# ---- block 1 ----
**Block 1: M2 wires**

Cells faint in the background.
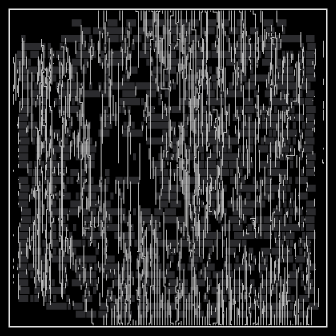
**Block 1: M3 wires**

The bar under the picture is 20 um long. Cells faint in the background.
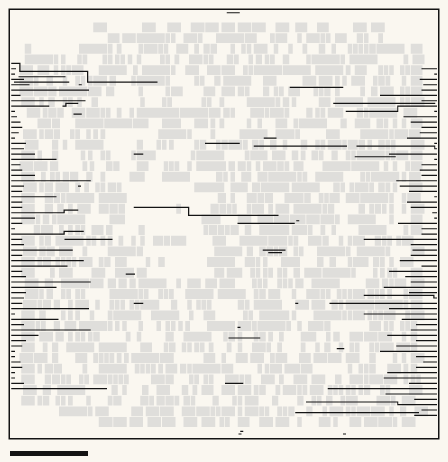
<file path="src/rtl/rv32i_types.sv">
// Shared RV32I pipeline types: data-port arbiter states and the dmem request record.
package rv32i_types;

  typedef enum logic [1:0] {
    IDLE,
    LOAD,
    STORE,
    LOAD_SQUASH
  } arb_state_t;

  typedef struct packed {
    logic [31:0] addr;
    logic [3:0]  rmask;
    logic [3:0]  wmask;
    logic [31:0] wdata;
  } dmem_req_t;

endpackage

</file>
<file path="src/rtl/dmem_arbiter.sv">
// Data-cache port arbiter: speculative loads vs committed store drain, one request outstanding.
module dmem_arbiter
  import rv32i_types::*;
#(
  parameter int unsigned STARVE_LIMIT = 4
) (
  input  logic        clk,
  input  logic        rst,
  input  logic        flush,
  input  logic        ld_req,
  input  logic [31:0] ld_addr,
  input  logic [3:0]  ld_rmask,
  output logic        ld_gnt,
  output logic        ld_resp,
  output logic [31:0] ld_rdata,
  input  logic        st_req,
  input  logic [31:0] st_addr,
  input  logic [3:0]  st_wmask,
  input  logic [31:0] st_wdata,
  input  logic        st_full,
  output logic        st_gnt,
  output logic        st_resp,
  output logic [31:0] dmem_addr,
  output logic [3:0]  dmem_rmask,
  output logic [3:0]  dmem_wmask,
  output logic [31:0] dmem_wdata,
  input  logic [31:0] dmem_rdata,
  input  logic        dmem_resp
);

  localparam int unsigned CW = $clog2(STARVE_LIMIT + 1);
  localparam logic [CW-1:0] CNT_MAX = CW'(STARVE_LIMIT);

  arb_state_t    state;
  dmem_req_t     req;
  logic [CW-1:0] starve_cnt;
  logic          st_win;
  logic          ld_win;

  // Grant selection; the store is forced ahead on full buffer, starvation, no load, or flush.
  always_comb begin
    st_win = 1'b0;
    ld_win = 1'b0;
    if (!rst && state == IDLE) begin
      st_win = st_req && (st_full || starve_cnt == CNT_MAX || !ld_req || flush);
      ld_win = !st_win && ld_req && !flush;
    end
    st_gnt = st_win;
    ld_gnt = ld_win;
  end

  // Response pulses and cache-side drive; reset suppresses any response in flight.
  always_comb begin
    ld_resp    = !rst && state == LOAD && dmem_resp && !flush;
    st_resp    = !rst && state == STORE && dmem_resp;
    ld_rdata   = ld_resp ? dmem_rdata : '0;
    dmem_addr  = '0;
    dmem_rmask = '0;
    dmem_wmask = '0;
    dmem_wdata = '0;
    if (state != IDLE) begin
      dmem_addr  = req.addr;
      dmem_rmask = req.rmask;
      dmem_wmask = req.wmask;
      dmem_wdata = req.wdata;
    end
  end

  // Arbitration FSM, request register and load-priority counter.
  always_ff @(posedge clk) begin
    if (rst) begin
      state      <= IDLE;
      req        <= '0;
      starve_cnt <= '0;
    end else begin
      case (state)
        IDLE: begin
          if (st_win) begin
            req        <= '{addr: st_addr, rmask: 4'b0, wmask: st_wmask, wdata: st_wdata};
            starve_cnt <= '0;
            state      <= STORE;
          end else if (ld_win) begin
            req   <= '{addr: ld_addr, rmask: ld_rmask, wmask: 4'b0, wdata: 32'b0};
            state <= LOAD;
            if (st_req && starve_cnt != CNT_MAX) begin
              starve_cnt <= starve_cnt + CW'(1);
            end
          end
        end
        LOAD: begin
          if (dmem_resp) begin
            state <= IDLE;
          end else if (flush) begin
            state <= LOAD_SQUASH;
          end
        end
        LOAD_SQUASH: begin
          if (dmem_resp) begin
            state <= IDLE;
          end
        end
        STORE: begin
          if (dmem_resp) begin
            state <= IDLE;
          end
        end
        default: state <= IDLE;
      endcase
    end
  end

endmodule
</file>
<file path="config.mk">
export PLATFORM = sky130hd
export DESIGN_NAME = dmem_arbiter
export DESIGN_NICKNAME = d
export VERILOG_FILES = /design/src/rtl/rv32i_types.sv /design/src/rtl/dmem_arbiter.sv
export SDC_FILE = /design/constraint.sdc
export NUM_CORES = 1
export LEC_CHECK = 0
export ABC_AREA = 1
export CORE_MARGIN = 2
export CORE_UTILIZATION = 38
export DETAILED_ROUTE_END_ITERATION = 16
export GPL_TIMING_DRIVEN = 0
export PLACE_DENSITY = 0.78
export SYNTH_ARGS = -nofsm -noshare
export SYNTH_HDL_FRONTEND = slang
export SYNTH_SLANG_ARGS = --single-unit
</file>
<file path="constraint.sdc">
create_clock -name clk -period 2.1 [get_ports clk]
set_clock_uncertainty 0.05 [all_clocks]
set_input_delay 0.315 -clock clk [delete_from_list [all_inputs] [get_ports clk]]
set_output_delay 0.315 -clock clk [all_outputs]
set_load 0.01 [all_outputs]
</file>
==> results_slide.txt <==
Synthesis and Place & Route Summary

Finish
  • MI comb cells: 431
  • Layout Cells excl Fill: 1108
  • # diodes: 0

Placed design
  • Pre-CTS setup slack: -623.5 ps

Yosys
  • Nets at Floorplan: 845
  • Syn_area_per_cell: 6.004 um2
  • Dominant cell area share: 36.68%
  • Yosys cell count: 700
  • Synth async-reset ratio: 0%
  • Post-Syn Area: 0.004203 mm2
  • Post-synth top cells: 204 x nor2_1, 143 x inv_1, 106 x nand2_1
  • Simple Share, Synth: 34.95%
  • Synth Warn #: 0

Hold path
  • Worst Hold End: req[7]
  • Hold Path Depth: 2

STA
  • Final WS setup: 63.85 ps
  • Hold Vio Cnt, Final: 0

Status
  • Outcome: completed

Floorplan
  • Chip area: 0.01192 mm2

Setup path
  • Crit-path cells: inv_2 -> nor2_2 -> nand2_1 -> nor2_2 -> clkdlybuf4s50_1
  • Critical Path Max Stage Delay: 580 ps
  • Worst Path Required: 1740 ps
  • FF-to-FF path depth: 12
  • Endpoint of the worst-slack reg-to-reg timing path: req[69]

GRT
  • Tot GR Track Use: 23.10%
  • Top Usage Layer GRT: met2

Routing
  • Initial DRC count: 190

Power and ir drop
  • Peak supply drop: 0.0004326 V
## Picture notes: 'M2 wires' of block 1
nets with wire on the layer = 843
share of all routed wire = 48%
main direction = vertical
longest straight run = 60.2 um

## Picture notes: 'M3 wires' of block 1
longest straight run = 31.3 um
wire length on this layer = 1240 um
GR Util met3: 7.053%
final wirelength: 13.93 mm
vias after detailed routing: 4969

==> how the worst max path moves through the flow <==
stage / from / end / slack [ps] / depth (start not counted)
2_1_floorplan: rst / ld_rdata[10] / 450 / 7
3_3_place_gp: rst / ld_rdata[29] / -600 / 9
3_5_place_dp: rst / ld_rdata[21] / -620 / 9
4_1_cts: state[0] / ld_rdata[27] / 0.5 / 8
5_1_grt: state[1] / dmem_addr[28] / -5 / 7
6_report: state[0] / ld_resp / 60 / 5
==> sequential cells by signal, indices dropped and copies added, names as in the netlist <==
name and flops:
req 72, starve_cnt 3, state 2

# ---- block 2 ----
==> src/rtl/transceiver_ctrl.sv <==
`default_nettype none
`timescale 1ns / 1ps
// ============================================================================
// Module      : transceiver_ctrl
// Description : Buffers UART bytes and runs each one through the Hamming
//               encode/decode pipe, BPSK modulation and UART retransmit.
// Revision    : 1.0 - initial release
// ============================================================================
module transceiver_ctrl #(
  parameter int FIFO_DEPTH = 4,
  parameter int PIPE_LAT   = 2,
  parameter int MOD_CYCLES = 256
) (
  input  logic                          clk,
  input  logic                          rst_n,
  input  logic                          i_rx_dv,
  input  logic [7:0]                    i_rx_byte,
  input  logic [7:0]                    i_dec_byte,
  input  logic                          i_tx_active,
  input  logic                          i_tx_done,
  output logic [7:0]                    o_enc_data,
  output logic                          o_mod_en,
  output logic                          o_tx_dv,
  output logic [7:0]                    o_tx_byte,
  output logic                          o_busy,
  output logic                          o_overflow,
  output logic [$clog2(FIFO_DEPTH):0]   o_fifo_count
);

  localparam int AW      = $clog2(FIFO_DEPTH);
  localparam int CW      = AW + 1;
  localparam int CNT_MAX = (PIPE_LAT > MOD_CYCLES) ? PIPE_LAT : MOD_CYCLES;
  localparam int CNTW    = $clog2(CNT_MAX + 1);
  localparam logic [CNTW-1:0] C_PIPE_LAST = CNTW'(PIPE_LAT - 1);
  localparam logic [CNTW-1:0] C_MOD_LAST  = CNTW'(MOD_CYCLES - 1);
  localparam logic [CW-1:0]   C_FULL      = CW'(FIFO_DEPTH);

  typedef enum logic [2:0] {
    S_IDLE      = 3'd0,
    S_LOAD      = 3'd1,
    S_WAIT_PIPE = 3'd2,
    S_MODULATE  = 3'd3,
    S_TX_START  = 3'd4,
    S_TX_WAIT   = 3'd5
  } state_t;

  state_t          r_state;
  state_t          w_next;
  logic [7:0]      r_mem [FIFO_DEPTH];
  logic [AW-1:0]   r_wr_ptr;
  logic [AW-1:0]   r_rd_ptr;
  logic [CW-1:0]   r_count;
  logic [CNTW-1:0] r_cnt;
  logic [7:0]      r_enc_data;
  logic [7:0]      r_tx_byte;
  logic            r_mod_en;
  logic            r_tx_dv;
  logic            r_busy;
  logic            r_overflow;
  logic            w_full;
  logic            w_pop;
  logic            w_push;
  logic            w_pipe_last;

  // A pop only ever happens in LOAD, which is entered solely with data buffered.
  assign w_full      = (r_count == C_FULL);
  assign w_pop       = (r_state == S_LOAD);
  assign w_push      = i_rx_dv && (!w_full || w_pop);
  assign w_pipe_last = (r_state == S_WAIT_PIPE) && (r_cnt == C_PIPE_LAST);

  always_ff @(posedge clk) begin
    if (w_push) begin
      r_mem[r_wr_ptr] <= i_rx_byte;
    end
  end

  always_ff @(posedge clk or negedge rst_n) begin
    if (!rst_n) begin
      r_wr_ptr   <= '0;
      r_rd_ptr   <= '0;
      r_count    <= '0;
      r_overflow <= 1'b0;
    end else begin
      if (w_push) r_wr_ptr <= r_wr_ptr + AW'(1);
      if (w_pop)  r_rd_ptr <= r_rd_ptr + AW'(1);
      if (w_push && !w_pop)      r_count <= r_count + CW'(1);
      else if (w_pop && !w_push) r_count <= r_count - CW'(1);
      if (i_rx_dv && w_full && !w_pop) r_overflow <= 1'b1;
    end
  end

  always_comb begin
    w_next = r_state;
    case (r_state)
      S_IDLE:      if (r_count != '0) w_next = S_LOAD;
      S_LOAD:      w_next = S_WAIT_PIPE;
      S_WAIT_PIPE: if (r_cnt == C_PIPE_LAST) w_next = S_MODULATE;
      S_MODULATE:  if (r_cnt == C_MOD_LAST) w_next = S_TX_START;
      S_TX_START:  if (!i_tx_active) w_next = S_TX_WAIT;
      S_TX_WAIT:   if (i_tx_done) w_next = (r_count != '0) ? S_LOAD : S_IDLE;
      default:     w_next = S_IDLE;
    endcase
  end

  // Status outputs are flops loaded from the next state so they never glitch.
  always_ff @(posedge clk or negedge rst_n) begin
    if (!rst_n) begin
      r_state    <= S_IDLE;
      r_cnt      <= '0;
      r_enc_data <= '0;
      r_tx_byte  <= '0;
      r_mod_en   <= 1'b0;
      r_tx_dv    <= 1'b0;
      r_busy     <= 1'b0;
    end else begin
      r_state  <= w_next;
      r_mod_en <= (w_next == S_MODULATE);
      r_busy   <= (w_next != S_IDLE);
      r_tx_dv  <= (r_state == S_TX_START) && !i_tx_active;
      if (r_state == S_LOAD) begin
        r_enc_data <= r_mem[r_rd_ptr];
        r_cnt      <= '0;
      end else if (w_pipe_last) begin
        r_tx_byte <= i_dec_byte;
        r_cnt     <= '0;
      end else if ((r_state == S_WAIT_PIPE) || (r_state == S_MODULATE)) begin
        r_cnt <= r_cnt + CNTW'(1);
      end
    end
  end

  assign o_enc_data   = r_enc_data;
  assign o_mod_en     = r_mod_en;
  assign o_tx_dv      = r_tx_dv;
  assign o_tx_byte    = r_tx_byte;
  assign o_busy       = r_busy;
  assign o_overflow   = r_overflow;
  assign o_fifo_count = r_count;

endmodule
`default_nettype wire

==> config.mk <==
export PLATFORM = sky130hd
export DESIGN_NAME = transceiver_ctrl
export DESIGN_NICKNAME = d
export VERILOG_FILES = /design/src/rtl/transceiver_ctrl.sv
export SDC_FILE = /design/constraint.sdc
export NUM_CORES = 1
export LEC_CHECK = 0
export ABC_CLOCK_PERIOD_IN_PS = 6450
export CORE_AREA = 2 2 81 83
export DETAILED_ROUTE_END_ITERATION = 10
export DIE_AREA = 0 0 83 85
export PLACE_DENSITY = 0.73
export SLEW_MARGIN = 20
export SYNTH_ARGS = -nofsm -noshare
export SYNTH_HDL_FRONTEND = slang
export SYNTH_SLANG_ARGS = --single-unit
==> constraint.sdc <==
create_clock -name clk -period 6.45 [get_ports clk]
set_clock_uncertainty 0.05 [all_clocks]
set_input_delay 0.9675 -clock clk [delete_from_list [all_inputs] [get_ports clk]]
set_output_delay 0.9675 -clock clk [all_outputs]
set_load 0.01 [all_outputs]
**Block 2: signal wires on met1**

The bar under the picture is 20 um long. Cells faint in the background.
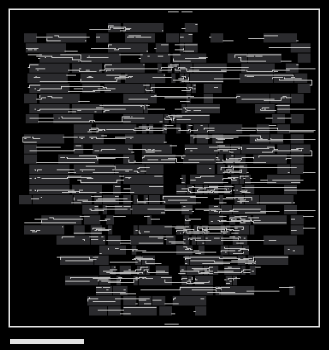
share of all routed wire = 43%
nets with wire on the layer = 260
longest straight run = 20.7 um
main direction = horizontal
wire length on this layer = 2370 um

==> results_slide.txt <==
Synthesis and Place & Route Summary

Status
  • Outcome: completed

Finish
  • Largest regs: r_mem: 32 flops, r_cnt: 9 flops
  • Inverters: 8
  • Number of filler cells placed in the layout: 502
  • Number of flip-flops in the largest register: 32
  • Seq cells: 71
  • Most frequent cells in the layout: 42 x clkdlybuf4s50_1, 39 x dfrtp_1, 34 x nand2_1
  • Layout Cells excl Fill: 342
  • Final core occ: 59.41%

Floorplan
  • Core Footprint: 0.006205 mm2
  • Die X: 83 um
  • FP Core Util: 48.62%
  • N_taps: 77

Run
  • Tool warnings: 30

Power and ir drop
  • Cell Int Power: 1.054 mW
  • Combinational power: 0.476 mW
  • Leak Pwr: 1.480 nW
  • Power per Cell Area: 421.0 mW/mm2
  • Reg power frac: 48.0%

Yosys
  • Syn_area_per_cell: 14.10 um2
  • Post-synthesis cell count: 214

Hold path
  • Hold Path Depth: 2

Setup path
  • Crit path buffers/inverters: 2
  • Worst flop-to-flop path startpoint: r_state[1]
  • Largest fanout on the critical path: 13

Clock network
  • Clk root buf: clkbuf_8
**Block 2: M2 wires**

Cells faint in the background.
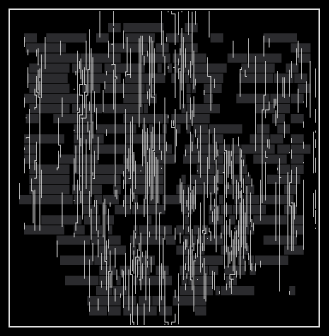
main direction = vertical
nets with wire on the layer = 248
share of all routed wire = 50%

-- synthesized netlist by cell type, types with 3 or more instances --
cell,number,area [um2]
a21oi_1,3,15.01
nand3_1,10,50.05
nor2_1,6,22.52
dfrtp_1,39,975.9
mux2_2,3,33.78
and3_1,3,18.77
edfxtp_1,32,960.9
ha_1,8,100.1
inv_1,8,30.03
mux4_2,8,180.2
clkbuf_1,7,26.28
and2_1,5,31.28
o21ai_0,3,15.01
nand2b_1,4,25.02
xnor2_1,4,35.03
xor2_1,3,26.28
nand2_1,34,127.6
mux2_4,8,120.1

# ---- block 3 ----
$ cat src/rtl/stack_core_p.sv
// rtl/stack_core_p.sv - parametrised stack-machine core: ROM instruction fetch, RAM operand stack
module stack_core_p #(
   parameter int DATA_W      = 16,
   parameter int ADDR_W      = 16,
   parameter int STACK_BASE  = 0,
   parameter int STACK_DEPTH = 256,
   parameter int ROM_LAT     = 2,
   parameter int RAM_LAT     = 2
) (
   input  logic              clock,
   input  logic              reset,
   output logic [ADDR_W-1:0] rom_addr,
   input  logic [DATA_W-1:0] rom_q,
   output logic [ADDR_W-1:0] ram_addr,
   input  logic [DATA_W-1:0] ram_q,
   output logic              ram_wren,
   output logic [DATA_W-1:0] ram_data,
   output logic [DATA_W-1:0] result,
   output logic [ADDR_W-1:0] pc_out,
   output logic [ADDR_W-1:0] sp_out,
   output logic              halted,
   output logic              error,
   output logic [1:0]        err_code
);

   localparam int MAX_LAT = (ROM_LAT > RAM_LAT) ? ROM_LAT : RAM_LAT;
   localparam int CW      = (MAX_LAT > 1) ? $clog2(MAX_LAT) : 1;
   localparam logic [CW-1:0]     ROM_LAST = CW'(ROM_LAT - 1);
   localparam logic [CW-1:0]     RAM_LAST = CW'(RAM_LAT - 1);
   localparam logic [ADDR_W-1:0] BASE     = ADDR_W'(STACK_BASE);
   localparam logic [ADDR_W-1:0] A1       = ADDR_W'(1);
   localparam logic [ADDR_W-1:0] A2       = ADDR_W'(2);
   localparam logic [ADDR_W:0]   DEPTH    = (ADDR_W+1)'(STACK_DEPTH);
   localparam logic [ADDR_W:0]   N1       = (ADDR_W+1)'(1);
   localparam logic [ADDR_W:0]   N2       = (ADDR_W+1)'(2);

   typedef enum logic [2:0] {
      S_FETCH, S_DECODE, S_OPERAND, S_READ_TOS, S_READ_NOS, S_EXEC, S_HALT, S_ERROR
   } state_t;

   typedef enum logic [3:0] {
      OP_NOP, OP_IMM, OP_DUP, OP_DROP, OP_HALT, OP_JMP, OP_JZ,
      OP_ADD, OP_SUB, OP_AND, OP_OR, OP_XOR, OP_BAD
   } op_t;

   state_t            state, state_n;
   op_t               op_r, op_n, dec_op;
   logic [CW-1:0]     cnt;
   logic [ADDR_W-1:0] pc, pc_n, sp, sp_n, opnd_r;
   logic [DATA_W-1:0] tos_r, alu_r;
   logic [1:0]        err_n;
   logic [ADDR_W:0]   depth;
   logic              is_alu, waiting;

   assign depth    = {1'b0, sp} - {1'b0, BASE};
   assign is_alu   = op_r inside {OP_ADD, OP_SUB, OP_AND, OP_OR, OP_XOR};
   assign waiting  = state inside {S_FETCH, S_OPERAND, S_READ_TOS, S_READ_NOS};
   assign pc_out   = pc;
   assign sp_out   = sp;
   assign halted   = (state == S_HALT);
   assign error    = (state == S_ERROR);

   // Opcodes are full-word matches; upper bits of a wide word must be zero.
   always_comb begin
      case (rom_q)
         DATA_W'(16'h0000): dec_op = OP_NOP;
         DATA_W'(16'h0002): dec_op = OP_IMM;
         DATA_W'(16'h0003): dec_op = OP_DUP;
         DATA_W'(16'h0004): dec_op = OP_DROP;
         DATA_W'(16'h00FF): dec_op = OP_HALT;
         DATA_W'(16'h1000): dec_op = OP_JMP;
         DATA_W'(16'h1001): dec_op = OP_JZ;
         DATA_W'(16'h2000): dec_op = OP_ADD;
         DATA_W'(16'h2001): dec_op = OP_SUB;
         DATA_W'(16'h2002): dec_op = OP_AND;
         DATA_W'(16'h2003): dec_op = OP_OR;
         DATA_W'(16'h2004): dec_op = OP_XOR;
         default:           dec_op = OP_BAD;
      endcase
   end

   // In EXEC of an ALU op, ram_q carries NOS and tos_r was captured during READ_NOS.
   always_comb begin
      case (op_r)
         OP_SUB:  alu_r = tos_r - ram_q;
         OP_AND:  alu_r = tos_r & ram_q;
         OP_OR:   alu_r = tos_r | ram_q;
         OP_XOR:  alu_r = tos_r ^ ram_q;
         default: alu_r = tos_r + ram_q;
      endcase
   end

   always_comb begin
      state_n  = state;
      op_n     = op_r;
      pc_n     = pc;
      sp_n     = sp;
      err_n    = err_code;
      rom_addr = pc;
      ram_addr = '0;
      ram_wren = 1'b0;
      ram_data = '0;
      case (state)
         S_FETCH: if (cnt == ROM_LAST) state_n = S_DECODE;
         S_DECODE: begin
            op_n = dec_op;
            if (dec_op == OP_BAD) begin
               state_n = S_ERROR;
               err_n   = 2'd1;
            end else if ((dec_op inside {OP_ADD, OP_SUB, OP_AND, OP_OR, OP_XOR} && depth < N2) ||
                         (dec_op inside {OP_DUP, OP_DROP, OP_JZ} && depth < N1)) begin
               state_n = S_ERROR;
               err_n   = 2'd3;
            end else if (dec_op inside {OP_IMM, OP_DUP} && depth == DEPTH) begin
               state_n = S_ERROR;
               err_n   = 2'd2;
            end else begin
               case (dec_op)
                  OP_NOP:  begin pc_n = pc + A1; state_n = S_FETCH; end
                  OP_DROP: begin pc_n = pc + A1; sp_n = sp - A1; state_n = S_FETCH; end
                  OP_HALT: state_n = S_HALT;
                  OP_IMM, OP_JMP, OP_JZ: state_n = S_OPERAND;
                  default: state_n = S_READ_TOS;
               endcase
            end
         end
         S_OPERAND: begin
            rom_addr = pc + A1;
            if (cnt == ROM_LAST) state_n = (op_r == OP_JZ) ? S_READ_TOS : S_EXEC;
         end
         S_READ_TOS: begin
            ram_addr = sp - A1;
            if (cnt == RAM_LAST) state_n = is_alu ? S_READ_NOS : S_EXEC;
         end
         S_READ_NOS: begin
            ram_addr = sp - A2;
            if (cnt == RAM_LAST) state_n = S_EXEC;
         end
         S_EXEC: begin
            state_n  = S_FETCH;
            ram_addr = sp - A1;
            case (op_r)
               OP_IMM: begin
                  ram_wren = 1'b1; ram_addr = sp; ram_data = rom_q;
                  sp_n = sp + A1; pc_n = pc + A2;
               end
               OP_DUP: begin
                  ram_wren = 1'b1; ram_addr = sp; ram_data = ram_q;
                  sp_n = sp + A1; pc_n = pc + A1;
               end
               OP_JMP: pc_n = rom_q[ADDR_W-1:0];
               OP_JZ: begin
                  sp_n = sp - A1;
                  pc_n = (ram_q == '0) ? opnd_r : pc + A2;
               end
               default: begin
                  ram_wren = 1'b1; ram_addr = sp - A2; ram_data = alu_r;
                  sp_n = sp - A1; pc_n = pc + A1;
               end
            endcase
         end
         default: ;
      endcase
   end

   always_ff @(posedge clock or posedge reset) begin
      if (reset) begin
         state    <= S_FETCH;
         op_r     <= OP_NOP;
         cnt      <= '0;
         pc       <= '0;
         sp       <= BASE;
         opnd_r   <= '0;
         tos_r    <= '0;
         result   <= '0;
         err_code <= 2'd0;
      end else begin
         state    <= state_n;
         op_r     <= op_n;
         pc       <= pc_n;
         sp       <= sp_n;
         err_code <= err_n;
         cnt      <= (waiting && state_n == state) ? cnt + CW'(1) : '0;
         if (ram_wren) result <= ram_data;
         // Read data lags its address by the latency, so it is captured in the following state.
         if (state == S_READ_NOS && cnt == '0) tos_r <= ram_q;
         if (state == S_READ_TOS && cnt == '0 && op_r == OP_JZ) opnd_r <= rom_q[ADDR_W-1:0];
      end
   end

endmodule

$ cat config.mk
export PLATFORM = sky130hd
export DESIGN_NAME = stack_core_p
export DESIGN_NICKNAME = d
export VERILOG_FILES = /design/src/rtl/stack_core_p.sv
export SDC_FILE = /design/constraint.sdc
export NUM_CORES = 1
export LEC_CHECK = 0
export ABC_AREA = 1
export CAP_MARGIN = 20
export CORE_MARGIN = 1.5
export CORE_UTILIZATION = 57
export CTS_BUF_LIST = sky130_fd_sc_hd__clkbuf_4 sky130_fd_sc_hd__clkbuf_8
export CTS_CLUSTER_SIZE = 8
export DETAILED_ROUTE_END_ITERATION = 10
export MAX_ROUTING_LAYER = met4
export PLACE_DENSITY = 0.85
export SLEW_MARGIN = 20
export SYNTH_ARGS = -nofsm -noshare
export SYNTH_HDL_FRONTEND = slang
export SYNTH_SLANG_ARGS = --single-unit
$ cat constraint.sdc
create_clock -name clock -period 4.2 [get_ports clock]
set_input_delay 0.84 -clock clock [delete_from_list [all_inputs] [get_ports clock]]
set_output_delay 0.84 -clock clock [all_outputs]
set_load 0.02 [all_outputs]
**Block 3: placement view**

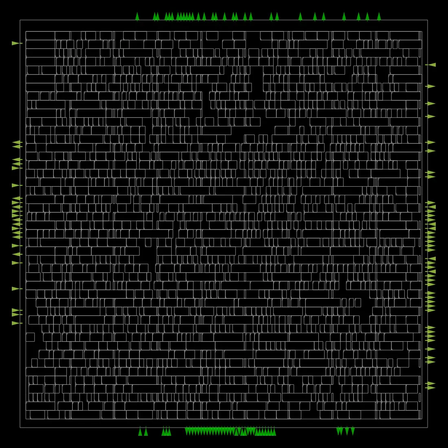
Core Rows: 45
n_taps: 211
Layout Cells excl Fill: 1836
final core occ: 78.35%
Seq cells: 90

**Block 3: M2 wires**

Cells faint in the background.
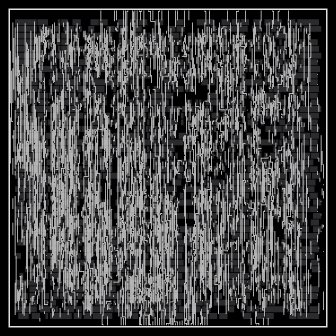
longest straight run = 67.0 um
main direction = vertical
share of all routed wire = 44%
nets with wire on the layer = 1419
grt met2 use: 59.39%
final wirelength: 32.70 mm
vias after detailed routing: 10780

==> results_slide.txt <==
Synthesis and Place & Route Summary

GRT
  • Antenna violations before repair: 0
  • GR Util met1: 53.72%

Setup path
  • Type of origin of the critical path: input pin
  • R2r setup slk: 800 ps
  • Critical Path End: ram_data[15]

Status
  • Outcome: finished with violations
  • Failing checks: setup timing

Yosys
  • Cell variety after synth: 54
  • Yosys cell count: 1384
  • Yosys chip area: 0.009011 mm2
  • Top area cell types: dfrtp_1 25%, nand2_1 15%, ha_1 7.8%, inv_1 7.0%, o21ai_0 6.9%
  • Ys flops: 90
  • Simple Share, Synth: 32.42%
  • Post-synthesis cell count: 1384
  • Mux area share: 0.1250%

STA
  • Final WS setup: -169.7 ps
  • Final setup fails: 5
  • Fin. max-slew vios: 0

Routing
  • Initial DRC count: 1155
  • Vias per cell: 5.874

Finish
  • Multi-input gate area: 0.006223 mm2
  • Number of filler cells placed in the layout: 1206

Power and ir drop
  • Part of the power in combinational logic: 16.8%
  • Largest Pwr Group: sequential cells
  • Cell Int Power: 1.349 mW
  • Combinational power: 0.321 mW

Floorplan
  • Core Footprint: 0.01531 mm2
-- metal layers --
layer	vias up	wire length, um
met4	0	1148
met5	-	0
met2	639	14480
met3	95	3374
li1	5023	-
met1	5027	13710
-- repair_timing --
item,4_1_cts,5_1_grt
pin swaps,34,42
buffers inserted,26,8
endpoints found under the setup margin,15,23
gates cloned,0,0
hold buffers,0,0
resized,123,67
-- layout make-up --
cell class              count  share of cell area, %
multi-input cells        1069                  51.87
well taps                 211                  2.200
repair buffers            268                  19.45
clock buffers               9                  1.032
inverters                 182                  5.860
clock inverters             7                 0.8238
flip-flops and latches     90                  18.77


==> layout pictures side by side <==
Sequential cells coloured by netlist name.
shot_01.png
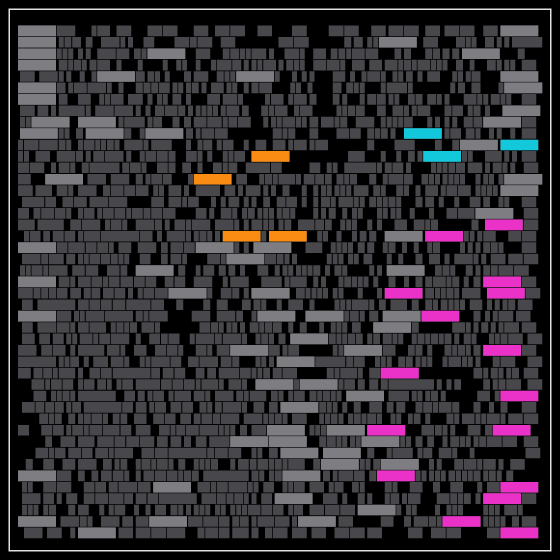
shot_02.png
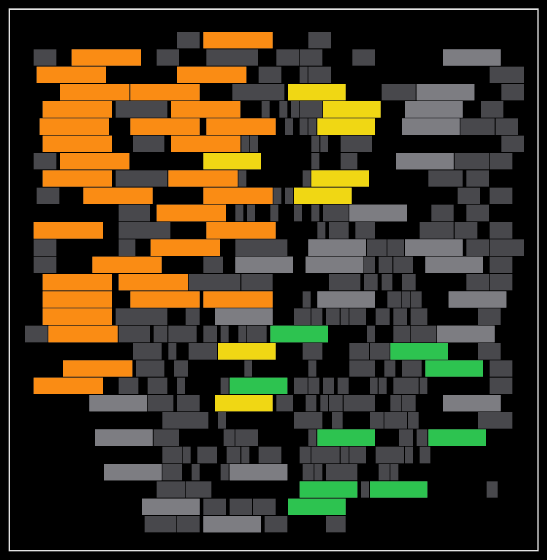
shot_03.png
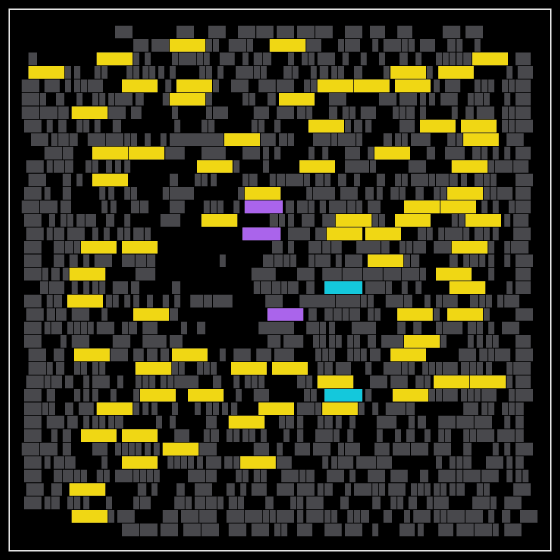
shot_02.png: block 2
shot_01.png: block 3
shot_03.png: block 1
The one with the most cells is shot_01.png.

Key to shot_03.png:
yellow -> req  # flops 72, where all over the die
purple -> starve_cnt  # flops 3
cyan -> state  # flops 2

Power and IR drop assume default switching activity.
